=== block 1 ===
**Block 1: clock distribution**

Bar = 50 µm.
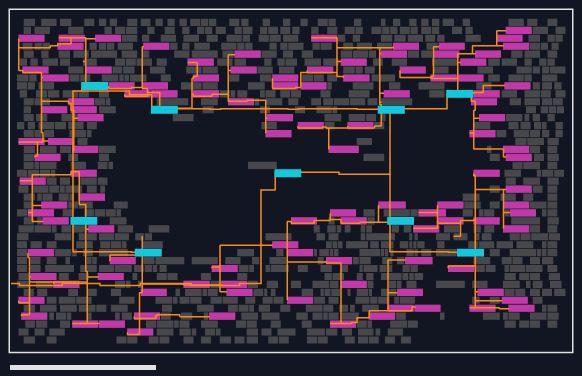

`config.mk`:
```
export PLATFORM = sky130hd
export DESIGN_NAME = coreahblsram_sram_arbiter
export DESIGN_NICKNAME = d
export VERILOG_FILES = /design/src/rtl/coreahblsram_pkg.sv /design/src/rtl/coreahblsram_starve_cnt.sv /design/src/rtl/coreahblsram_sram_arbiter.sv
export SDC_FILE = /design/constraint.sdc
export NUM_CORES = 1
export LEC_CHECK = 0
export CELL_PAD_IN_SITES_DETAIL_PLACEMENT = 0
export CELL_PAD_IN_SITES_GLOBAL_PLACEMENT = 1
export CORE_ASPECT_RATIO = 0.6
export CORE_MARGIN = 2
export CORE_UTILIZATION = 26
export DETAILED_ROUTE_END_ITERATION = 6
export GPL_TIMING_DRIVEN = 0
export PLACE_DENSITY = 0.85
export SLEW_MARGIN = 10
export SYNTH_ARGS = -nofsm -noshare
export SYNTH_HDL_FRONTEND = slang
export SYNTH_HIERARCHICAL = 1
export SYNTH_SLANG_ARGS = --single-unit
```
`constraint.sdc`:
```
create_clock -name HCLK -period 1.4 [get_ports HCLK]
set_input_delay 0.28 -clock HCLK [delete_from_list [all_inputs] [get_ports HCLK]]
set_output_delay 0.28 -clock HCLK [all_outputs]
set_load 0.05 [all_outputs]
```
`src/rtl/coreahblsram_pkg.sv`:
```
// ---------------------------------------------------------------------------
// coreahblsram_pkg
// Shared constants for the CoreAHBLSRAM SRAM arbiter slice: SRAM data and
// byte-enable widths, the starvation counter width and the arbiter state
// encodings.
// ---------------------------------------------------------------------------
package coreahblsram_pkg;

    localparam int SRAM_DWIDTH  = 40;
    localparam int SRAM_BEWIDTH = 4;
    localparam int CNT_WIDTH    = 8;

    // Arbiter states. These are plain constants so older tools that reject
    // package enums can still elaborate the design.
    typedef logic [1:0] arb_state_t;
    localparam arb_state_t ST_PRI = 2'd0;   // AHB has fixed priority
    localparam arb_state_t ST_RSV = 2'd1;   // BUSY raised, last AHB cycle allowed
    localparam arb_state_t ST_SEC = 2'd2;   // window reserved for the secondary

endpackage

```
`src/rtl/coreahblsram_starve_cnt.sv`:
```
// ---------------------------------------------------------------------------
// coreahblsram_starve_cnt
// Saturating wait counter for the secondary requester. Counts cycles in which
// the secondary request is pending but not granted and clears as soon as the
// request is granted or withdrawn.
//
// Ports:
//   clk        in   clock, rising edge
//   rst_n      in   asynchronous active-low reset
//   waiting    in   secondary request pending and not granted this cycle
//   limit_hit  out  counter has reached STARVE_LIMIT (registered value)
// ---------------------------------------------------------------------------
module coreahblsram_starve_cnt
    import coreahblsram_pkg::*;
#(
    parameter int STARVE_LIMIT = 8
) (
    input  logic clk,
    input  logic rst_n,
    input  logic waiting,
    output logic limit_hit
);

    localparam logic [CNT_WIDTH-1:0] LIMIT_C = CNT_WIDTH'(STARVE_LIMIT);

    logic [CNT_WIDTH-1:0] cnt_q;
    logic [CNT_WIDTH-1:0] cnt_d;

    always_comb begin
        cnt_d = '0;
        if (waiting) begin
            cnt_d = (cnt_q == LIMIT_C) ? cnt_q : cnt_q + 8'd1;
        end
    end

    always_ff @(posedge clk or negedge rst_n) begin
        if (!rst_n) begin
            cnt_q <= '0;
        end else begin
            cnt_q <= cnt_d;
        end
    end

    assign limit_hit = (cnt_q == LIMIT_C);

endmodule

```
`src/rtl/coreahblsram_sram_arbiter.sv`:
```
// ---------------------------------------------------------------------------
// coreahblsram_sram_arbiter
// Shares the 40-bit SRAM between the AHB-Lite SRAM interface (primary, fixed
// priority, zero added latency) and one secondary requester. A starvation
// counter forces a one-access window for the secondary; the AHB side is told
// to hold off through the registered BUSY output.
//
// Ports:
//   HCLK, HRESETN              clock / async active-low reset
//   ahb_write/read/addr/wdata/byteen, ahb_rdata   AHB-side SRAM port
//   BUSY                       registered: AHB side must not issue
//   sec_req/write/addr/wdata/byteen               secondary request
//   sec_gnt                    combinational grant (access this cycle)
//   sec_rvalid, sec_rdata      secondary read return (one cycle after grant)
//   mem_wen/ren/addr/wdata, mem_rdata             SRAM macro port
//   prot_err                   sticky: AHB access attempted in the SEC window
// ---------------------------------------------------------------------------
module coreahblsram_sram_arbiter
    import coreahblsram_pkg::*;
#(
    parameter int MEM_AWIDTH   = 19,
    parameter int STARVE_LIMIT = 8
) (
    input  logic                    HCLK,
    input  logic                    HRESETN,
    input  logic                    ahb_write,
    input  logic                    ahb_read,
    input  logic [MEM_AWIDTH-1:0]   ahb_addr,
    input  logic [SRAM_DWIDTH-1:0]  ahb_wdata,
    input  logic [SRAM_BEWIDTH-1:0] ahb_byteen,
    output logic [SRAM_DWIDTH-1:0]  ahb_rdata,
    output logic                    BUSY,
    input  logic                    sec_req,
    input  logic                    sec_write,
    input  logic [MEM_AWIDTH-1:0]   sec_addr,
    input  logic [SRAM_DWIDTH-1:0]  sec_wdata,
    input  logic [SRAM_BEWIDTH-1:0] sec_byteen,
    output logic                    sec_gnt,
    output logic                    sec_rvalid,
    output logic [SRAM_DWIDTH-1:0]  sec_rdata,
    output logic [SRAM_BEWIDTH-1:0] mem_wen,
    output logic                    mem_ren,
    output logic [MEM_AWIDTH-1:0]   mem_addr,
    output logic [SRAM_DWIDTH-1:0]  mem_wdata,
    input  logic [SRAM_DWIDTH-1:0]  mem_rdata,
    output logic                    prot_err
);

    arb_state_t state_q, state_d;
    logic       busy_q, busy_d;
    logic       rd_sec_q, rd_sec_d;
    logic       prot_err_q, prot_err_d;
    logic [SRAM_DWIDTH-1:0] sec_rdata_q, sec_rdata_d;
    logic [MEM_AWIDTH-1:0]  mem_addr_q, mem_addr_d;
    logic [SRAM_DWIDTH-1:0] mem_wdata_q, mem_wdata_d;

    logic ahb_act;
    logic ahb_own;
    logic limit_hit;

    assign ahb_act = ahb_read | ahb_write;
    // In SEC the AHB strobes are ignored; in PRI and RSV the AHB side wins.
    assign ahb_own = ahb_act & (state_q != ST_SEC);
    assign sec_gnt = sec_req & ~ahb_own;

    coreahblsram_starve_cnt #(
        .STARVE_LIMIT (STARVE_LIMIT)
    ) u_starve_cnt (
        .clk       (HCLK),
        .rst_n     (HRESETN),
        .waiting   (sec_req & ~sec_gnt),
        .limit_hit (limit_hit)
    );

    // SRAM port mux. Address and write data hold their last values when
    // nobody is accessing so the macro inputs do not toggle needlessly.
    always_comb begin
        mem_wen     = '0;
        mem_ren     = 1'b0;
        mem_addr_d  = mem_addr_q;
        mem_wdata_d = mem_wdata_q;
        if (ahb_own) begin
            // Both strobes high are passed through as-is.
            mem_wen     = ahb_byteen & {SRAM_BEWIDTH{ahb_write}};
            mem_ren     = ahb_read;
            mem_addr_d  = ahb_addr;
            mem_wdata_d = ahb_wdata;
        end else if (sec_gnt) begin
            mem_wen     = sec_byteen & {SRAM_BEWIDTH{sec_write}};
            mem_ren     = ~sec_write;
            mem_addr_d  = sec_addr;
            mem_wdata_d = sec_wdata;
        end
    end

    assign mem_addr  = mem_addr_d;
    assign mem_wdata = mem_wdata_d;

    always_comb begin
        state_d = state_q;
        case (state_q)
            ST_PRI: begin
                // A request served on the very cycle the limit is reached
                // has no need for a reserved window.
                if (limit_hit && sec_req && !sec_gnt) begin
                    state_d = ST_RSV;
                end
            end
            ST_RSV: begin
                state_d = sec_gnt ? ST_PRI : ST_SEC;
            end
            ST_SEC: begin
                // Grant equals request here, so the window always closes
                // after one cycle: either the access happened or the
                // requester withdrew.
                state_d = ST_PRI;
            end
            default: begin
                state_d = ST_PRI;
            end
        endcase
    end

    always_comb begin
        busy_d      = (state_d != ST_PRI);
        rd_sec_d    = sec_gnt & ~sec_write;
        prot_err_d  = prot_err_q | ((state_q == ST_SEC) & ahb_act);
        sec_rdata_d = rd_sec_q ? mem_rdata : sec_rdata_q;
    end

    always_ff @(posedge HCLK or negedge HRESETN) begin
        if (!HRESETN) begin
            state_q     <= ST_PRI;
            busy_q      <= 1'b0;
            rd_sec_q    <= 1'b0;
            prot_err_q  <= 1'b0;
            sec_rdata_q <= '0;
            mem_addr_q  <= '0;
            mem_wdata_q <= '0;
        end else begin
            state_q     <= state_d;
            busy_q      <= busy_d;
            rd_sec_q    <= rd_sec_d;
            prot_err_q  <= prot_err_d;
            sec_rdata_q <= sec_rdata_d;
            mem_addr_q  <= mem_addr_d;
            mem_wdata_q <= mem_wdata_d;
        end
    end

    assign BUSY       = busy_q;
    assign sec_rvalid = rd_sec_q;
    assign sec_rdata  = sec_rdata_d;
    assign prot_err   = prot_err_q;
    assign ahb_rdata  = mem_rdata;

endmodule

```
=== block 2 ===
--- config.mk ---
export PLATFORM = sky130hd
export DESIGN_NAME = mux2_rr_arbiter
export DESIGN_NICKNAME = d
export VERILOG_FILES = /design/src/rtl/mux2_rr_arbiter.sv
export SDC_FILE = /design/constraint.sdc
export NUM_CORES = 1
export LEC_CHECK = 0
export ABC_AREA = 1
export CELL_PAD_IN_SITES_DETAIL_PLACEMENT = 0
export CELL_PAD_IN_SITES_GLOBAL_PLACEMENT = 1
export CORE_MARGIN = 2
export CORE_UTILIZATION = 31
export DETAILED_ROUTE_END_ITERATION = 7
export PLACE_DENSITY_LB_ADDON = 0.1
export SYNTH_ARGS = -nofsm -noshare
export SYNTH_HDL_FRONTEND = slang
export SYNTH_SLANG_ARGS = --single-unit
--- constraint.sdc ---
create_clock -name clk -period 1.9 [get_ports clk]
set_clock_uncertainty 0.1 [all_clocks]
set_input_delay 0.38 -clock clk [delete_from_list [all_inputs] [get_ports clk]]
set_output_delay 0.38 -clock clk [all_outputs]
set_load 0.02 [all_outputs]
--- src/rtl/mux2_rr_arbiter.sv ---
// mux2_rr_arbiter
// Round-robin arbiter and sequencer in front of a 2:1 byte multiplexer.
// Two valid/ready producers share one registered output channel. A grant
// FSM drives the mux select and lets the granted source send a bounded
// burst before the other source gets its turn.
module mux2_rr_arbiter #(
    parameter int WIDTH     = 8,
    parameter int BURST_LEN = 4
) (
    input  logic             clk,
    input  logic             rst,
    input  logic [WIDTH-1:0] d0,
    input  logic             v0,
    output logic             r0,
    input  logic [WIDTH-1:0] d1,
    input  logic             v1,
    output logic             r1,
    output logic [WIDTH-1:0] out,
    output logic             out_valid,
    input  logic             out_ready,
    output logic             sel,
    output logic             busy
);

    localparam int CW = $clog2(BURST_LEN + 1);
    localparam logic [CW-1:0] LAST_BEAT = CW'(BURST_LEN - 1);

    typedef enum logic [1:0] {
        IDLE,
        G0,
        G1
    } state_t;

    state_t         state;
    logic           last;
    logic [CW-1:0]  beat_cnt;

    logic             load;
    logic             xfer;
    logic             cur_valid;
    logic             other_valid;
    logic             last_beat;
    logic             release_now;
    logic [WIDTH-1:0] mux_data;

    // Handshake decode: the output register can take a word when empty or draining
    always_comb begin
        load        = !out_valid || out_ready;
        r0          = (state == G0) && load;
        r1          = (state == G1) && load;
        xfer        = (r0 && v0) || (r1 && v1);
        mux_data    = sel ? d1 : d0;
        cur_valid   = (state == G1) ? v1 : v0;
        other_valid = (state == G1) ? v0 : v1;
        last_beat   = (beat_cnt == LAST_BEAT);
        release_now = !cur_valid || (xfer && last_beat);
        busy        = (state != IDLE) || out_valid;
    end

    // Grant FSM, burst counter and registered output channel
    always_ff @(posedge clk) begin
        if (rst) begin
            state     <= IDLE;
            sel       <= 1'b0;
            last      <= 1'b1;
            beat_cnt  <= '0;
            out       <= '0;
            out_valid <= 1'b0;
        end else begin
            if (xfer) begin
                out       <= mux_data;
                out_valid <= 1'b1;
            end else if (out_ready) begin
                out_valid <= 1'b0;
            end

            case (state)
                IDLE: begin
                    if (v0 && v1) begin
                        state    <= last ? G0 : G1;
                        sel      <= !last;
                        last     <= !last;
                        beat_cnt <= '0;
                    end else if (v0) begin
                        state    <= G0;
                        sel      <= 1'b0;
                        last     <= 1'b0;
                        beat_cnt <= '0;
                    end else if (v1) begin
                        state    <= G1;
                        sel      <= 1'b1;
                        last     <= 1'b1;
                        beat_cnt <= '0;
                    end
                end
                G0, G1: begin
                    // A stalled channel freezes everything, including release
                    if (load) begin
                        if (release_now) begin
                            if (other_valid) begin
                                state    <= (state == G0) ? G1 : G0;
                                sel      <= (state == G0);
                                last     <= (state == G0);
                                beat_cnt <= '0;
                            end else if (cur_valid) begin
                                beat_cnt <= '0;
                            end else begin
                                state <= IDLE;
                            end
                        end else if (xfer) begin
                            beat_cnt <= beat_cnt + CW'(1);
                        end
                    end
                end
                default: begin
                    state <= IDLE;
                end
            endcase
        end
    end

endmodule

=== block 3 ===
File: config.mk
export PLATFORM = sky130hd
export DESIGN_NAME = mul_wb_buffer
export DESIGN_NICKNAME = d
export VERILOG_FILES = /design/src/rtl/mul_wb_buffer.sv
export SDC_FILE = /design/constraint.sdc
export NUM_CORES = 1
export LEC_CHECK = 0
export CORE_MARGIN = 10
export CORE_UTILIZATION = 55
export CTS_CLUSTER_DIAMETER = 200
export CTS_CLUSTER_SIZE = 40
export DETAILED_ROUTE_END_ITERATION = 7
export PLACE_DENSITY = 0.9
export SKIP_CTS_REPAIR_TIMING = 1
export SYNTH_ARGS = -nofsm -noshare
export SYNTH_HDL_FRONTEND = slang
export SYNTH_SLANG_ARGS = --single-unit
File: constraint.sdc
create_clock -name clk -period 5 [get_ports clk]
set_clock_uncertainty 0.1 [all_clocks]
set_input_delay 0.75 -clock clk [delete_from_list [all_inputs] [get_ports clk]]
set_output_delay 0.75 -clock clk [all_outputs]
set_load 0.05 [all_outputs]
File: src/rtl/mul_wb_buffer.sv
// rtl/mul_wb_buffer.sv - multiply writeback completion FIFO toward the ROB write port (optional same-cycle bypass: MUL_WB_BYPASS_EN)
`ifndef WORD_SIZE
`define WORD_SIZE 32
`endif
`ifndef INSTR_TYPE_SZ
`define INSTR_TYPE_SZ 4
`endif
`ifndef ROB_ENTRY_WIDTH
`define ROB_ENTRY_WIDTH 5
`endif

module mul_wb_buffer #(
   parameter int WORD_SIZE       = `WORD_SIZE,
   parameter int INSTR_TYPE_SZ   = `INSTR_TYPE_SZ,
   parameter int ROB_ENTRY_WIDTH = `ROB_ENTRY_WIDTH,
   parameter int DEPTH           = 4
) (
   input  logic                       clk,
   input  logic                       reset,
   input  logic                       flush,
   input  logic                       in_valid,
   input  logic [INSTR_TYPE_SZ-1:0]   in_instruction_type,
   input  logic [WORD_SIZE-1:0]       in_pc,
   input  logic [WORD_SIZE-1:0]       in_result,
   input  logic [ROB_ENTRY_WIDTH-1:0] in_rob_id,
   output logic                       stall_out,
   output logic                       wb_valid,
   output logic [INSTR_TYPE_SZ-1:0]   wb_instruction_type,
   output logic [WORD_SIZE-1:0]       wb_pc,
   output logic [WORD_SIZE-1:0]       wb_result,
   output logic [ROB_ENTRY_WIDTH-1:0] wb_rob_id,
   input  logic                       wb_ready,
   output logic [$clog2(DEPTH):0]     count
);

   localparam int PW = $clog2(DEPTH);
   localparam int CW = PW + 1;
   localparam logic [CW-1:0] FULL_CNT = CW'(DEPTH);

   logic [INSTR_TYPE_SZ-1:0]   r_type_mem [DEPTH];
   logic [WORD_SIZE-1:0]       r_pc_mem   [DEPTH];
   logic [WORD_SIZE-1:0]       r_res_mem  [DEPTH];
   logic [ROB_ENTRY_WIDTH-1:0] r_rob_mem  [DEPTH];

   logic [PW-1:0] r_wr_ptr;
   logic [PW-1:0] r_rd_ptr;
   logic [CW-1:0] r_count;

   logic w_fifo_valid;
   logic w_push;
   logic w_pop;

   // Full/empty come from registered occupancy only, so stall never depends on wb_ready
   assign w_fifo_valid = (r_count != '0);
   assign stall_out    = (r_count == FULL_CNT);
   assign count        = r_count;
   assign w_pop        = w_fifo_valid && wb_ready && !flush;

`ifdef MUL_WB_BYPASS_EN
   // A completion arriving into an empty buffer that the ROB takes immediately skips the FIFO
   assign w_push = in_valid && !stall_out && !flush && !(!w_fifo_valid && wb_ready);
`else
   assign w_push = in_valid && !stall_out && !flush;
`endif

   // Entry storage needs no reset; occupancy alone decides what is valid
   always_ff @(posedge clk) begin
      if (w_push) begin
         r_type_mem[r_wr_ptr] <= in_instruction_type;
         r_pc_mem[r_wr_ptr]   <= in_pc;
         r_res_mem[r_wr_ptr]  <= in_result;
         r_rob_mem[r_wr_ptr]  <= in_rob_id;
      end
   end

   // Pointer and occupancy update; flush wins over push and pop
   always_ff @(posedge clk or negedge reset) begin
      if (!reset) begin
         r_wr_ptr <= '0;
         r_rd_ptr <= '0;
         r_count  <= '0;
      end else if (flush) begin
         r_wr_ptr <= '0;
         r_rd_ptr <= '0;
         r_count  <= '0;
      end else begin
         if (w_push) r_wr_ptr <= r_wr_ptr + PW'(1);
         if (w_pop)  r_rd_ptr <= r_rd_ptr + PW'(1);
         case ({w_push, w_pop})
            2'b10:   r_count <= r_count + CW'(1);
            2'b01:   r_count <= r_count - CW'(1);
            default: r_count <= r_count;
         endcase
      end
   end

   // Present the head entry, or zeros when empty
   always_comb begin
      wb_valid            = w_fifo_valid;
      wb_instruction_type = '0;
      wb_pc               = '0;
      wb_result           = '0;
      wb_rob_id           = '0;
      if (w_fifo_valid) begin
         wb_instruction_type = r_type_mem[r_rd_ptr];
         wb_pc               = r_pc_mem[r_rd_ptr];
         wb_result           = r_res_mem[r_rd_ptr];
         wb_rob_id           = r_rob_mem[r_rd_ptr];
      end
`ifdef MUL_WB_BYPASS_EN
      else if (in_valid && !flush) begin
         wb_valid            = 1'b1;
         wb_instruction_type = in_instruction_type;
         wb_pc               = in_pc;
         wb_result           = in_result;
         wb_rob_id           = in_rob_id;
      end
`endif
   end

endmodule

=== block 4 ===
`config.mk`:
```
export PLATFORM = sky130hd
export DESIGN_NAME = ssaes_run_ctrl_flat
export DESIGN_NICKNAME = d
export VERILOG_FILES = /design/src/rtl/ssaes_run_ctrl_if.sv /design/src/rtl/ssaes_run_ctrl.sv /design/src/flat_wrapper.sv
export SDC_FILE = /design/constraint.sdc
export NUM_CORES = 1
export LEC_CHECK = 0
export CAP_MARGIN = 10
export CORE_AREA = 2 2 167 169
export CTS_CLUSTER_DIAMETER = 120
export CTS_CLUSTER_SIZE = 8
export DETAILED_ROUTE_END_ITERATION = 12
export DIE_AREA = 0 0 169 171
export GPL_ROUTABILITY_DRIVEN = 0
export HOLD_SLACK_MARGIN = 0.12
export PLACE_DENSITY_LB_ADDON = 0.25
export SLEW_MARGIN = 20
export SYNTH_ARGS = -nofsm -noshare
export SYNTH_HDL_FRONTEND = slang
export SYNTH_SLANG_ARGS = --single-unit
```
`constraint.sdc`:
```
create_clock -name clock -period 4.3 [get_ports clock]
set_clock_uncertainty 0.05 [all_clocks]
set_input_delay 0.86 -clock clock [delete_from_list [all_inputs] [get_ports clock]]
set_output_delay 0.86 -clock clock [all_outputs]
set_load 0.03 [all_outputs]
```
`src/rtl/ssaes_run_ctrl_if.sv`:
```
// Signal bundle between the run sequencer, the host command side and the SSAES cipher core.
// Cipher handshake: aes_start is a one-cycle request. The core raises aes_busy while it works.
// The core's aes_text_out is valid on the first cycle that aes_busy reads low after having been high.
interface ssaes_run_ctrl_if #(
  parameter int DATA_W = 64,
  parameter int CNT_W  = 16
);
  logic              host_start;
  logic              host_enc_dec;
  logic [DATA_W-1:0] host_key;
  logic [DATA_W-1:0] host_text;
  logic [CNT_W-1:0]  run_count;
  logic              chain_mode;
  logic              trig_all;
  logic              aes_start;
  logic              aes_enc_dec;
  logic [DATA_W-1:0] aes_key;
  logic [DATA_W-1:0] aes_text_in;
  logic [DATA_W-1:0] aes_text_out;
  logic              aes_busy;
  logic [DATA_W-1:0] result;
  logic [CNT_W-1:0]  iter_done;
  logic              busy;
  logic              done;
  logic              err;
  logic              trig;

  modport slave (
    input  host_start, host_enc_dec, host_key, host_text, run_count, chain_mode, trig_all,
    input  aes_text_out, aes_busy,
    output aes_start, aes_enc_dec, aes_key, aes_text_in,
    output result, iter_done, busy, done, err, trig
  );

  modport master (
    output host_start, host_enc_dec, host_key, host_text, run_count, chain_mode, trig_all,
    output aes_text_out, aes_busy,
    input  aes_start, aes_enc_dec, aes_key, aes_text_in,
    input  result, iter_done, busy, done, err, trig
  );
endinterface

```
`src/rtl/ssaes_run_ctrl.sv`:
```
// Run sequencer: issues N back-to-back SSAES operations per host command, with optional
// ciphertext chaining, scope trigger generation and a busy-rise timeout.
module ssaes_run_ctrl #(
  parameter int DATA_W       = 64,
  parameter int CNT_W        = 16,
  parameter int GAP_CYCLES   = 16,
  parameter int BUSY_TIMEOUT = 8
) (
  input  logic                clock,
  input  logic                reset,
  ssaes_run_ctrl_if.slave     bus,
  output logic [2:0]          state
);
  localparam int TW = $clog2(BUSY_TIMEOUT + 1);
  localparam int GW = $clog2(GAP_CYCLES + 1);

  typedef enum logic [2:0] {
    IDLE    = 3'd0,
    LOAD    = 3'd1,
    START   = 3'd2,
    WAIT_HI = 3'd3,
    WAIT_LO = 3'd4,
    GAP     = 3'd5,
    FINISH  = 3'd6
  } state_t;

  state_t            st;
  logic              aes_start;
  logic              aes_enc_dec;
  logic [DATA_W-1:0] aes_key;
  logic [DATA_W-1:0] aes_text_in;
  logic [DATA_W-1:0] result;
  logic [CNT_W-1:0]  iter_done;
  logic              busy;
  logic              done;
  logic              err;
  logic              trig;
  logic              chain_r;
  logic              trig_all_r;
  logic [CNT_W-1:0]  target;
  logic [TW-1:0]     tmo;
  logic [GW-1:0]     gcnt;
  logic [CNT_W-1:0]  next_iter;

  assign next_iter = iter_done + CNT_W'(1);
  assign state     = st;

  always_ff @(posedge clock) begin
    if (reset) begin
      st          <= IDLE;
      aes_start   <= 1'b0;
      aes_enc_dec <= 1'b0;
      aes_key     <= '0;
      aes_text_in <= '0;
      result      <= '0;
      iter_done   <= '0;
      busy        <= 1'b0;
      done        <= 1'b0;
      err         <= 1'b0;
      trig        <= 1'b0;
      chain_r     <= 1'b0;
      trig_all_r  <= 1'b0;
      target      <= '0;
      tmo         <= '0;
      gcnt        <= '0;
    end else begin
      case (st)
        IDLE: begin
          if (bus.host_start) begin
            aes_key     <= bus.host_key;
            aes_enc_dec <= bus.host_enc_dec;
            aes_text_in <= bus.host_text;
            chain_r     <= bus.chain_mode;
            trig_all_r  <= bus.trig_all;
            target      <= (bus.run_count == '0) ? CNT_W'(1) : bus.run_count;
            iter_done   <= '0;
            err         <= 1'b0;
            busy        <= 1'b1;
            st          <= LOAD;
          end
        end
        LOAD: begin
          aes_start <= 1'b1;
          st        <= START;
        end
        START: begin
          aes_start <= 1'b0;
          trig      <= trig_all_r || (iter_done == '0);
          tmo       <= '0;
          st        <= WAIT_HI;
        end
        WAIT_HI: begin
          // A core that is already busy here is taken as having started.
          if (bus.aes_busy) begin
            st <= WAIT_LO;
          end else if (tmo == TW'(BUSY_TIMEOUT - 1)) begin
            err  <= 1'b1;
            trig <= 1'b0;
            done <= 1'b1;
            st   <= FINISH;
          end else begin
            tmo <= tmo + TW'(1);
          end
        end
        WAIT_LO: begin
          if (!bus.aes_busy) begin
            result    <= bus.aes_text_out;
            iter_done <= next_iter;
            trig      <= 1'b0;
            if (chain_r) aes_text_in <= bus.aes_text_out;
            if (next_iter == target) begin
              done <= 1'b1;
              st   <= FINISH;
            end else begin
              gcnt <= '0;
              st   <= GAP;
            end
          end
        end
        GAP: begin
          if (gcnt == GW'(GAP_CYCLES - 1)) st <= LOAD;
          else gcnt <= gcnt + GW'(1);
        end
        FINISH: begin
          done <= 1'b0;
          busy <= 1'b0;
          st   <= IDLE;
        end
        default: st <= IDLE;
      endcase
    end
  end

  assign bus.aes_start   = aes_start;
  assign bus.aes_enc_dec = aes_enc_dec;
  assign bus.aes_key     = aes_key;
  assign bus.aes_text_in = aes_text_in;
  assign bus.result      = result;
  assign bus.iter_done   = iter_done;
  assign bus.busy        = busy;
  assign bus.done        = done;
  assign bus.err         = err;
  assign bus.trig        = trig;
endmodule

```
`src/flat_wrapper.sv`:
```
// flat-port wrapper written by rule: the top's interface ports become plain ports
module ssaes_run_ctrl_flat 
#(
  parameter int DATA_W       = 64,
  parameter int CNT_W        = 16,
  parameter int GAP_CYCLES   = 16,
  parameter int BUSY_TIMEOUT = 8
)
  (clock, reset, state, bus_host_start, bus_host_enc_dec, bus_host_key, bus_host_text, bus_run_count, bus_chain_mode, bus_trig_all, bus_aes_text_out, bus_aes_busy, bus_aes_start, bus_aes_enc_dec, bus_aes_key, bus_aes_text_in, bus_result, bus_iter_done, bus_busy, bus_done, bus_err, bus_trig);
  ssaes_run_ctrl_if #(.DATA_W(DATA_W), .CNT_W(CNT_W)) bus_i ();
  input  logic clock;
  input  logic reset;
  output logic [2:0] state;
  input wire logic [$bits(bus_i.host_start)-1:0] bus_host_start;
  input wire logic [$bits(bus_i.host_enc_dec)-1:0] bus_host_enc_dec;
  input wire logic [$bits(bus_i.host_key)-1:0] bus_host_key;
  input wire logic [$bits(bus_i.host_text)-1:0] bus_host_text;
  input wire logic [$bits(bus_i.run_count)-1:0] bus_run_count;
  input wire logic [$bits(bus_i.chain_mode)-1:0] bus_chain_mode;
  input wire logic [$bits(bus_i.trig_all)-1:0] bus_trig_all;
  input wire logic [$bits(bus_i.aes_text_out)-1:0] bus_aes_text_out;
  input wire logic [$bits(bus_i.aes_busy)-1:0] bus_aes_busy;
  output wire logic [$bits(bus_i.aes_start)-1:0] bus_aes_start;
  output wire logic [$bits(bus_i.aes_enc_dec)-1:0] bus_aes_enc_dec;
  output wire logic [$bits(bus_i.aes_key)-1:0] bus_aes_key;
  output wire logic [$bits(bus_i.aes_text_in)-1:0] bus_aes_text_in;
  output wire logic [$bits(bus_i.result)-1:0] bus_result;
  output wire logic [$bits(bus_i.iter_done)-1:0] bus_iter_done;
  output wire logic [$bits(bus_i.busy)-1:0] bus_busy;
  output wire logic [$bits(bus_i.done)-1:0] bus_done;
  output wire logic [$bits(bus_i.err)-1:0] bus_err;
  output wire logic [$bits(bus_i.trig)-1:0] bus_trig;
  assign bus_i.host_start = bus_host_start;
  assign bus_i.host_enc_dec = bus_host_enc_dec;
  assign bus_i.host_key = bus_host_key;
  assign bus_i.host_text = bus_host_text;
  assign bus_i.run_count = bus_run_count;
  assign bus_i.chain_mode = bus_chain_mode;
  assign bus_i.trig_all = bus_trig_all;
  assign bus_i.aes_text_out = bus_aes_text_out;
  assign bus_i.aes_busy = bus_aes_busy;
  assign bus_aes_start = bus_i.aes_start;
  assign bus_aes_enc_dec = bus_i.aes_enc_dec;
  assign bus_aes_key = bus_i.aes_key;
  assign bus_aes_text_in = bus_i.aes_text_in;
  assign bus_result = bus_i.result;
  assign bus_iter_done = bus_i.iter_done;
  assign bus_busy = bus_i.busy;
  assign bus_done = bus_i.done;
  assign bus_err = bus_i.err;
  assign bus_trig = bus_i.trig;
  ssaes_run_ctrl #(.DATA_W(DATA_W), .CNT_W(CNT_W), .GAP_CYCLES(GAP_CYCLES), .BUSY_TIMEOUT(BUSY_TIMEOUT)) u_core (.clock(clock), .reset(reset), .bus(bus_i), .state(state));
endmodule
```

==> notes/layouts.md <==
Pictures saved along the way, in no particular order.

Clock distribution.
panel A
Bar = 20 µm.
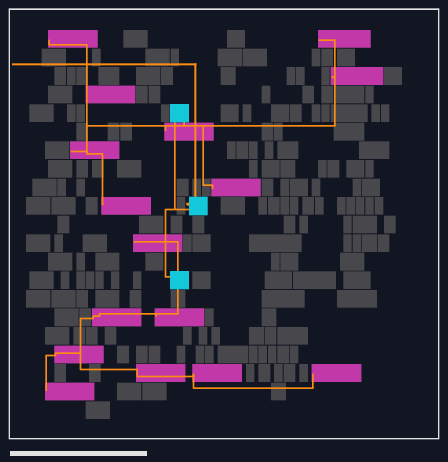
panel B
Bar = 50 µm.
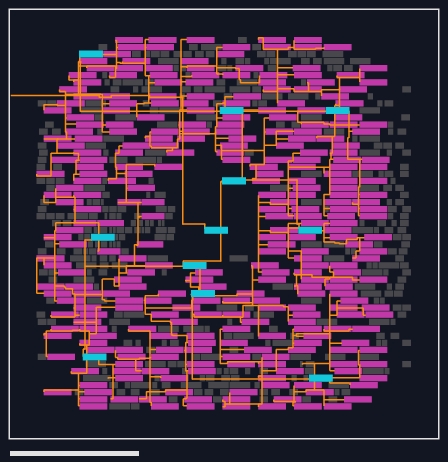
panel C
Bar = 50 µm.
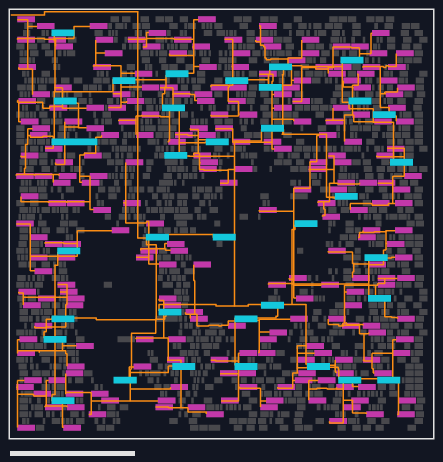
- block 3 = panel B
- block 2 = panel A
- block 4 = panel C
Of these, smallest die: panel A
Of these, most sequential cells: panel B

Key to panel B:
[magenta] flip-flops | count: 299
[orange] clock wires | length: 2680 µm
[cyan] cells driving clock nets | count: 11
routed clock nets: 12

**Block 4: clock nets**

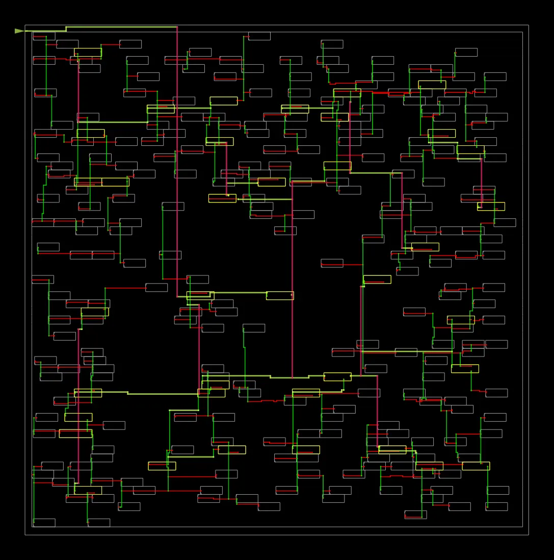
CTS sink count: 244
# clk buffers: 37

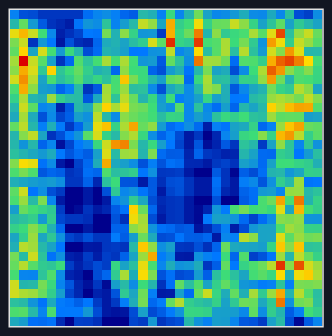
**Above:** block 4 (routed metal per tile).
34 x 34 tiles, from dark blue (low) to red (high), scaled to the fullest tile. Values are wire area over tile area, all layers added.
densest ninth of the die: top right
nearly empty tiles: 2.9%
fullest tile: 0.53
tiles over half the peak: 28%
mean over tiles: 0.20

==> job_summary.md, block 4 <==
## Synthesis and layout report

| Metric | Value |
|---|---|
| Ys cells | between 1000 and 1500 |
| Clk cell area share | 0.0617 |
| Drt first pass iters | 6 |
| Hold Path End | u_core.bus.result[57]$_SDFFE_PP0P_ |
| Most frequent logic cells in the routed design | 430 x clkdlybuf4s50_1, 320 x nand2_1, 244 x dfxtp_1 |
| Commonest flop | dfxtp_1 |
| YS chip area | 0.0100 mm² |
| Post-synth regs | 244 |
| Tap cells | ~350 |
| Switch share | 0.284 |
| I/O pin cnt | approximately 430 |
| Final setup margin | 1370 ps |
| Area-dominant class | flip-flops and latches |
| Final nets | 1831 |
| Clock slew at reported path FFs | 50 ps |
| Postcts setup bufs | 0 |
| P_seq | 2.54 mW |
| Outcome | complete, no violations |
| Worst R2R End | u_core.gcnt[2]$_SDFFE_PP0P_ |
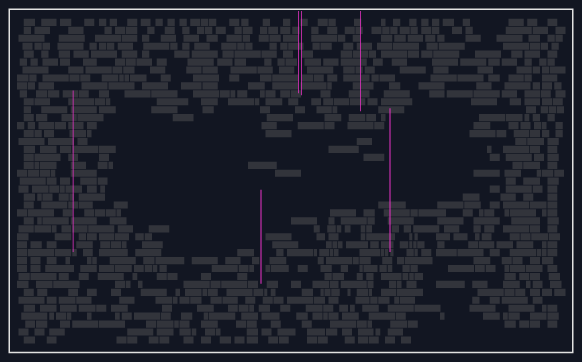
**Above:** block 1 (metal 4).
wire length on this layer: 226 µm
longest straight run: 55.1 µm
main direction: vertical
share of all routed wire: 1.1%
nets with wire on the layer: 5
WL final: 21200 µm
vias post-DR: 4990

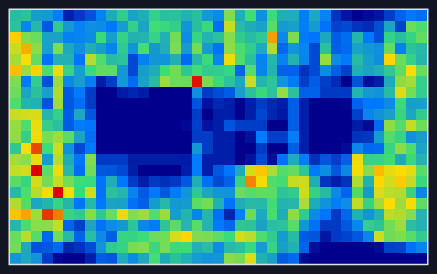
**Above:** block 1 (routed metal per tile).
39 x 23 tiles, from dark blue (low) to red (high), scaled to the fullest tile. Values are wire area over tile area, all layers added.
tiles over half the peak: 23%
nearly empty tiles: 12%
fullest tile: 0.45
mean over tiles: 0.15
emptiest ninth of the die: middle

## Picture notes: 'clock distribution' of block 1
[cyan] cells driving clock nets | count: 9
[orange] clock wires | length: 1670 µm
[magenta] flip-flops | count: 112
routed clock nets: 10
clk pwr: 2.98 mW
clk_skew: 10.8 ps
Clock Latency Late Sink: 370 ps
Clk pwr share: 0.247

==> job_summary.md, block 1 <==
## Synthesis and layout report

| Metric | Value |
|---|---|
| Mux frac, synth | 0.195 |
| Core Util, Final | 0.530 |
| Aoi share | 0.106 |
| Hold path cells | 3 |
| Hold buffers post-CTS | 1 |
| # DRC | 0 |
| Syn_area_per_cell | 12.0 µm² |
| CP Max Fanout | 7 |
| DR WL met3 | 1830 µm |
| Post-synth seq share | 0.505 |
| Commonest flop | dfrtp_1 |
| Outcome | finished, violations left |
| Gr busiest metal | met2 |
| Final-report setup violation count | 108 |
| P_seq | roughly 3.8 mW |
| Comb area share | 0.266 |
| Syn Nets | 635 |
| Worst hold path type | in -> reg |
| DIE HEIGHT | between 100 and 150 µm |
| DP Area | 0.00985 mm² |
| Crit-path cells | nand2b_4 -> and2_4 -> buf_12 -> clkbuf_16 -> o21ai_4 -> buf_6 |
| Switch share | 0.362 |
| # diodes | 0 |
| CTS sink count | between 100 and 150 |
| Top area cells in the synthesized netlist | dfrtp_1 51%, mux2i_1 11%, o21ai_2 9.3% |
| Fmax | 0.491 GHz |
| Post-DP HPWL | roughly 15000 µm |
| Core area | 0.0210 mm² |
| Flip-flops with a built-in enable | 0 |
| Top pwr grp | combinational cells |
| Row count | 41 |
| Starting DRT DRC Count | roughly 100 |
| Final setup margin | -635 ps |
| Die area | 0.0226 mm² |
| Setup TNS | -59580 ps |
| Largest net degree at the start of global routing | approximately 70 |
| Max stage delay on crit path | 380 ps |
| Met2 routed WL | roughly 9500 µm |
| Relative slew slack | 0.442 |
| Slowest CP cell | dfrtp_1 |
| Failing checks | setup timing |
| Tap cells | 279 |
| Worst R2R End | mem_addr_q[6]$_DFF_PN0_ |
| YS chip area | ~0.0055 mm² |
| Final worst-path cycle share | 1.45 |
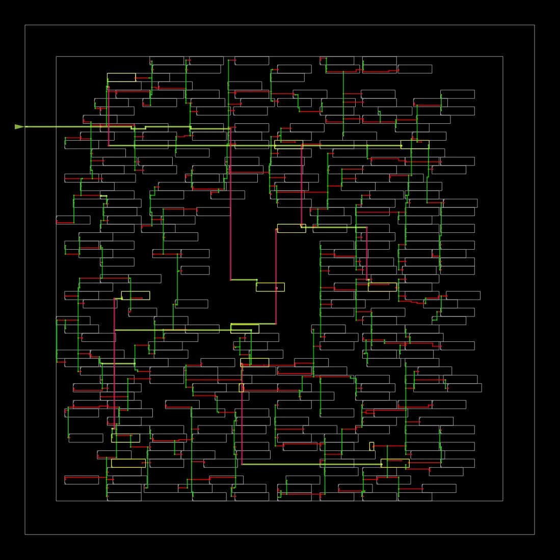
**Above:** block 3 (clock nets).
Clock Latency Late Sink: 490 ps
total CTS buffers: 11
clk pwr: 1.11 mW
Seq cells: 299
CTS sink count: 299

==> job_summary.md, block 3 <==
## Synthesis and layout report

| Metric | Value |
|---|---|
| Comb area | roughly 0.0025 mm² |
| Sequential cell area | 0.00895 mm² |
| Layout Cells excl Fill | 945 |
| CTS tree | yes |
| Mapped Cells | 528 |
| Largest regs | r_pc_mem x128, r_res_mem x128, r_rob_mem x20 |
| P_comb | 2.69 mW |
| Top cells by count, synth | 292 x edfxtp_1, 77 x and2_1, 73 x mux4_2, 12 x buf_2, 8 x clkbuf_1 |
| Buf/Inv on CP | 1 |
| Tap cells | roughly 280 |
| Starting DRT DRC Count | 381 |
| Switching power | 2.47 mW |
| Power density over cell area | between 400 and 500 mW/mm² |
| Max layer used | met4 |
| Fmax | 0.243 GHz |
| Top comb family, area | multiplexers |
| WP data required | 4150 ps |
| Final nets | 752 |
| Post-Synth XOR/XNOR Area | 0.00226 |
| Final setup margin | 878 ps |
| CP Max Fanout | 75 |
| Fraction of registers with async set/reset | 0.0234 |
| Final hold vios | 0 |
| # DRC | 0 |
| H-tree levels | 1 |
| Antenna-violating nets left | 0 |
| Commonest flop | edfxtp_1 |
| Core Util, Final | 0.655 |
| Worst R2R End | r_pc_mem[2][13]$_DFFE_PP_ |
| Top cell excl fill/tap | edfxtp_1 |
| RSZ-0062 raised after global routing | false |
| WP depth | 3 |
| Largest net degree at the start of global routing | between 70 and 80 |
| Netlist cell types | 35 |
| Met3 Use GR | 0.0320 |
| DIE HEIGHT | 165 µm |
| Outcome | complete, no violations |
| Gr busiest metal | met2 |
| Crit path DAT | 3270 ps |
| Mux frac, synth | 0.143 |
| Syn_area_per_cell | ~22 µm² |
| Post-synth regs | 299 |
| Pleak | roughly 4.2 nW |
| CP endpoint kind | output port |
| Met2 routed WL | 11300 µm |
| Syn Nets | 611 |
| Remaining global-route overflow | 0 |
| FP Core Util | 0.556 |
| Die area | about 0.027 mm² |
| Comb area share | 0.181 |
| Setup slack at placement | between 1000 and 1500 ps |
| Relative slew slack | 0.220 |
| Worst hold path type | in -> async |
| Crit path kind | reg -> out |
| Combinational share of power | 0.395 |
| Share of post-route cells with drive strength above 1 | 0.142 |
| R2r worst-path depth | 3 |
| Crit-path cells | or3_2 -> and2_1 -> clkdlybuf4s50_1 |
| Post-Synth Adder-Cell Area | 0.00604 |
| Reg2Reg Setup Slack | 2380 ps |
| DR WL met3 | between 1500 and 2000 µm |
| # clk buffers | 13 |
| Ys cells | 528 |
| And+or+nand+nor area frac | 0.0510 |
| Top cell family by delay on the critical path | simple AND/OR/NAND/NOR gates |
| Worst flop-to-flop path startpoint | count[0]$_DFFE_PN0P_ |
| Number of global-route vias before repair | 5881 |
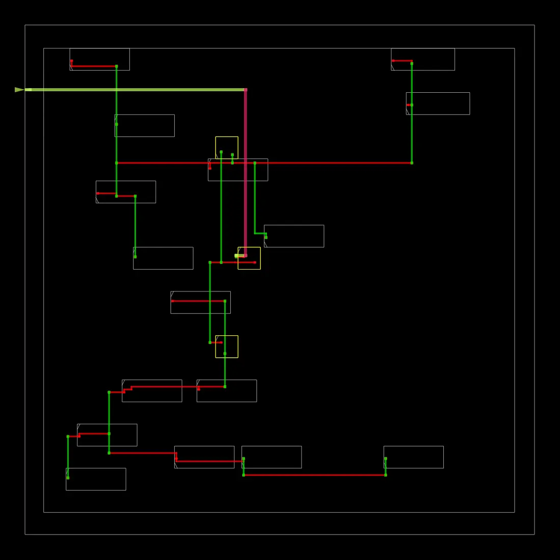
**Above:** block 2 (clock nets).
clk pwr: 0.186 mW
total CTS buffers: 3
Clock Latency Late Sink: 290 ps
# clk buffers: 3
CTS sink count: 16

==> job_summary.md, block 2 <==
## Synthesis and layout report

| Metric | Value |
|---|---|
| Final-report setup violation count | 0 |
| Combinational share of power | 0.643 |
| Power density over cell area | 1310 mW/mm² |
| CP Max Fanout | 3 |
| Worst hold path type | reg -> reg |
| WP data required | about 1400 ps |
| Crit path time final | 1840 ps |
| Met2 routed WL | 1190 µm |
| Warnings, synthesis | 0 |
| Die width | 62.7 µm |
| Synthesis-to-layout area growth | 42.2% |
| Final worst-path cycle share | 0.966 |
| Multi-input gates | ~110 |
| Total power | 1.99 mW |
| Vias per inst | 4.49 |
| CTS tree | yes |
| Pleak | 0.714 nW |
| Hold path startpoint | last$_SDFFE_PP1P_ |
| WL final | 2490 µm |
| Met3 Use GR | 0.0306 |
| Outcome | complete, no violations |
| GRT met1 Usage | 0.140 |
| Commonest flop | dfxtp_1 |
| H-tree levels | 1 |
| Slew of the pin with the lowest slew margin | 289 ps |
| Post-synth regs | 16 |
| Root Buffer | clkbuf_4 |
| CTS Buffer Depth | 2 |
| Sequential power share | 0.263 |
| Switching power | 0.896 mW |
| Syn_area_per_cell | around 6.9 µm² |
| Power Internal | 1.09 mW |
| CP endpoint kind | output port |
| Remaining global-route overflow | 0 |
| Post-Synth Adder-Cell Area | 0.0703 |
| Mapped Cells | 154 |
| Hold path cells | 2 |
| Most used cell, CP | inv_1 |
| Core area | about 0.0033 mm² |
| Aoi share | 0.184 |
| Hold Path End | last$_SDFFE_PP1P_ |
| Largest regs | out x8, beat_cnt x3, state x2 |
| Worst R2R End | sel$_SDFFE_PP0P_ |
| VDD IR-drop max | 0.441 mV |
| Fraction of registers with async set/reset | 0 |
| Drt first pass iters | 4 |
| Resized Gates After CTS | 8 |
| Reg2Reg Setup Slack | 260 ps |
| Number of global-route vias before repair | 1098 |
| WP depth | 5 |

=== block 5 ===
$ cat config.mk
export PLATFORM = sky130hd
export DESIGN_NAME = uart_tx
export DESIGN_NICKNAME = d
export VERILOG_FILES = /design/src/rtl/uart_tx.sv
export SDC_FILE = /design/constraint.sdc
export NUM_CORES = 1
export LEC_CHECK = 0
export CAP_MARGIN = 10
export CORE_MARGIN = 2
export CORE_UTILIZATION = 54
export DETAILED_ROUTE_END_ITERATION = 10
export PLACE_DENSITY = 0.86
export SYNTH_ARGS = -nofsm -noshare
export SYNTH_HDL_FRONTEND = slang
export SYNTH_SLANG_ARGS = --single-unit
$ cat constraint.sdc
create_clock -name clk -period 3.3 [get_ports clk]
set_input_delay 0.495 -clock clk [delete_from_list [all_inputs] [get_ports clk]]
set_output_delay 0.495 -clock clk [all_outputs]
set_load 0.01 [all_outputs]
$ cat src/rtl/uart_tx.sv
// UART transmitter: serializes a latched parallel word LSB-first on the bit-rate clock.
// Frame is start(0), DATA_WIDTH data bits, optional parity, stop(1).
module uart_tx #(
    parameter int DATA_WIDTH = 8
) (
    input  logic                  clk,
    input  logic                  rst_n,
    input  logic [DATA_WIDTH-1:0] P_DATA,
    input  logic                  Data_Valid,
    input  logic                  PAR_EN,
    input  logic                  PAR_TYP,
    output logic                  TX_OUT,
    output logic                  Busy,
    output logic [2:0]            state_dbg
);

    localparam int CNT_W = (DATA_WIDTH > 1) ? $clog2(DATA_WIDTH) : 1;
    localparam logic [CNT_W-1:0] LAST_BIT = CNT_W'(DATA_WIDTH - 1);

    typedef enum logic [2:0] {
        IDLE   = 3'd0,
        START  = 3'd1,
        DATA   = 3'd2,
        PARITY = 3'd3,
        STOP   = 3'd4
    } state_t;

    state_t                  state;
    logic [DATA_WIDTH-1:0]   shift_q;
    logic [DATA_WIDTH-1:0]   shift_nxt;
    logic [CNT_W-1:0]        bit_cnt;
    logic                    par_en_q;
    logic                    par_bit_q;

    assign state_dbg = state;
    assign shift_nxt = shift_q >> 1;

    // Handshake: Data_Valid is a request strobe with no ready; it is taken only in IDLE
    // (Busy=0) and is silently dropped otherwise. Outputs reflect the state being entered.
    always_ff @(posedge clk or negedge rst_n) begin
        if (!rst_n) begin
            state     <= IDLE;
            TX_OUT    <= 1'b1;
            Busy      <= 1'b0;
            shift_q   <= '0;
            bit_cnt   <= '0;
            par_en_q  <= 1'b0;
            par_bit_q <= 1'b0;
        end else begin
            case (state)
                IDLE: begin
                    TX_OUT <= 1'b1;
                    Busy   <= 1'b0;
                    if (Data_Valid) begin
                        shift_q   <= P_DATA;
                        par_en_q  <= PAR_EN;
                        par_bit_q <= (^P_DATA) ^ PAR_TYP;
                        state     <= START;
                        TX_OUT    <= 1'b0;
                        Busy      <= 1'b1;
                    end
                end
                START: begin
                    state   <= DATA;
                    bit_cnt <= '0;
                    TX_OUT  <= shift_q[0];
                    Busy    <= 1'b1;
                end
                DATA: begin
                    Busy <= 1'b1;
                    if (bit_cnt == LAST_BIT) begin
                        bit_cnt <= '0;
                        if (par_en_q) begin
                            state  <= PARITY;
                            TX_OUT <= par_bit_q;
                        end else begin
                            state  <= STOP;
                            TX_OUT <= 1'b1;
                        end
                    end else begin
                        // Shift so the next bit is always at position 0.
                        bit_cnt <= bit_cnt + 1'b1;
                        shift_q <= shift_nxt;
                        TX_OUT  <= shift_nxt[0];
                    end
                end
                PARITY: begin
                    state  <= STOP;
                    TX_OUT <= 1'b1;
                    Busy   <= 1'b1;
                end
                STOP: begin
                    state  <= IDLE;
                    TX_OUT <= 1'b1;
                    Busy   <= 1'b0;
                end
                default: begin
                    state   <= IDLE;
                    TX_OUT  <= 1'b1;
                    Busy    <= 1'b0;
                    bit_cnt <= '0;
                end
            endcase
        end
    end

endmodule

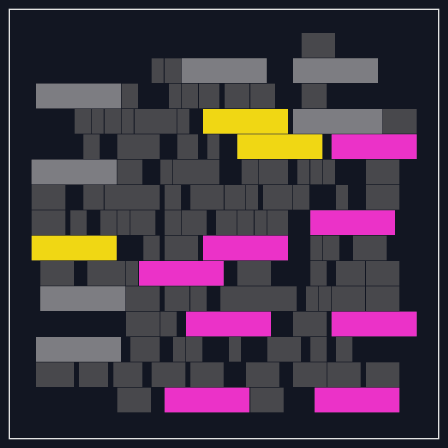
**Above:** block 5 (where the registers sit).
Other sequential cells in the stronger grey, the rest of the logic in the fainter grey.
| colour | signal | placed flops |
|---|---|---|
| magenta | `shift_q` | 8 |
| yellow | `state_dbg` | 3 |
not coloured: 7

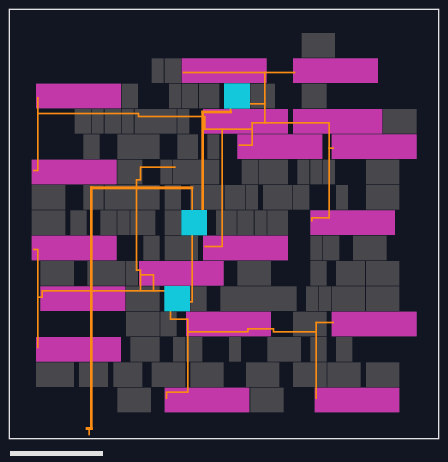
**Above:** block 5 (clock distribution).
Bar = 10 µm.
[orange] clock wires | length: 248 µm
[cyan] cells driving clock nets | count: 3
[magenta] flip-flops | count: 18
flops lie: widely spread
Clock Latency Late Sink: 300 ps
Clk pwr share: 0.137
clk pwr: 0.141 mW
clk_skew: 1.77 ps

==> job_summary.md <==
## Synthesis and layout report

| Metric | Value |
|---|---|
| Comb area share | 0.404 |
| Root Buffer | clkbuf_4 |
| Outcome | complete, no violations |
| Critical Path Sink | state_dbg[0] |
| CP Max Fanout | 13 |
| Switching power | roughly 0.4 mW |
| Port bufs | 17 |
| # clk buffers | 4 |
| Top comb family, area | simple AND/OR/NAND/NOR gates |
| # diodes | 0 |
| Global-route wire length before repair | 3120 µm |
| Hold path cells | 2 |
| Most numerous cell in the Yosys netlist | dfrtp_1 |
| Inst Count DP | ~120 |
| Layout Cells excl Fill | 128 |
| DP Area | 0.00112 mm² |
| Top pwr grp | combinational cells |
| Largest Register | shift_q |
| GRT Total Usage | 0.216 |
| Flip-flops with a built-in enable | 0 |
| Core area | about 0.0017 mm² |
| Clock slew at reported path FFs | 110 ps |
| Number of global-route vias before repair | 688 |
| Relative slew slack | 0.402 |
| I/O pin cnt | 18 |
| Starting DRT DRC Count | 8 |
| Non-CTS inverters | 2 |
| Drt first pass iters | 4 |
| Final-report setup violation count | 0 |
| Startpoint types | register |
| Top cells by count, synth | 17 x dfrtp_1, 14 x nand2_1, 8 x mux2i_1, 8 x o21ai_1, 6 x a21oi_1 |
| Area-dominant class | logic gates |
| Max stage delay on crit path | 630 ps |
| Sequential power share | 0.421 |
| Setup TNS | 0 ps |
| Core Util, Final | 0.684 |
| Non-clk buf share | 0.147 |
| Hold Path End | shift_q[4]$_DFFE_PN0P_ |
| RSZ-0062 raised after global routing | false |
| Multi-input gates | roughly 70 |
| Tool warnings | 26 |
| Post-DP HPWL | between 1000 and 1500 µm |
| Warnings, synthesis | 0 |
| Crit path kind | reg -> out |
| Final hold vios | 0 |
| Worst hold path type | reg -> reg |


==> layout pictures side by side <==
Cells coloured by class.
(a)
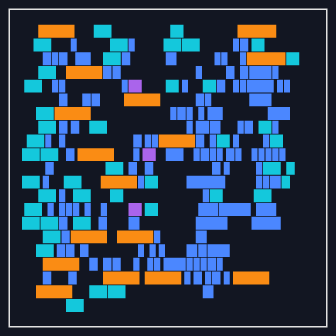
(b)
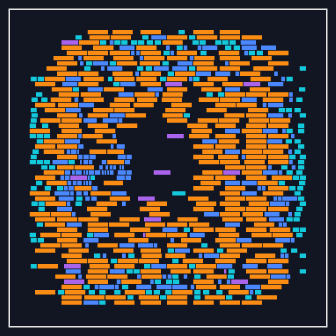
(c)
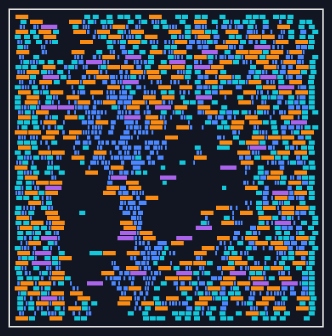
(d)
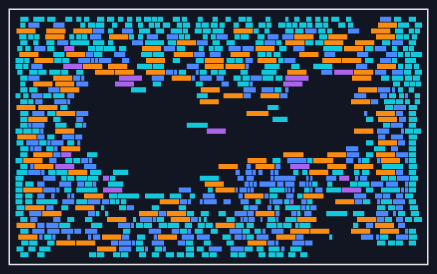
(e)
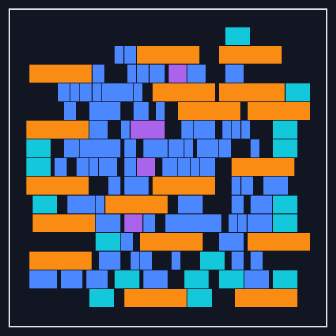
Block 1 is (d).
Block 5 is (e).
Block 3 is (b).
Block 2 is (a).
Block 4 is (c).
Of these, fewest cells: (e)
Of these, most cells: (c)

Key to (b):
| colour | class | cells | share of their area |
|---|---|---|---|
| orange | flip-flops | 299 | 67% |
| purple | clock drivers and dummy loads | 14 | 2.3% |
| blue | all other logic | 199 | 19% |
| cyan | other buffers and delay cells | 158 | 12% |

Power figures rest on the tool's default switching activity, not on a simulated workload.
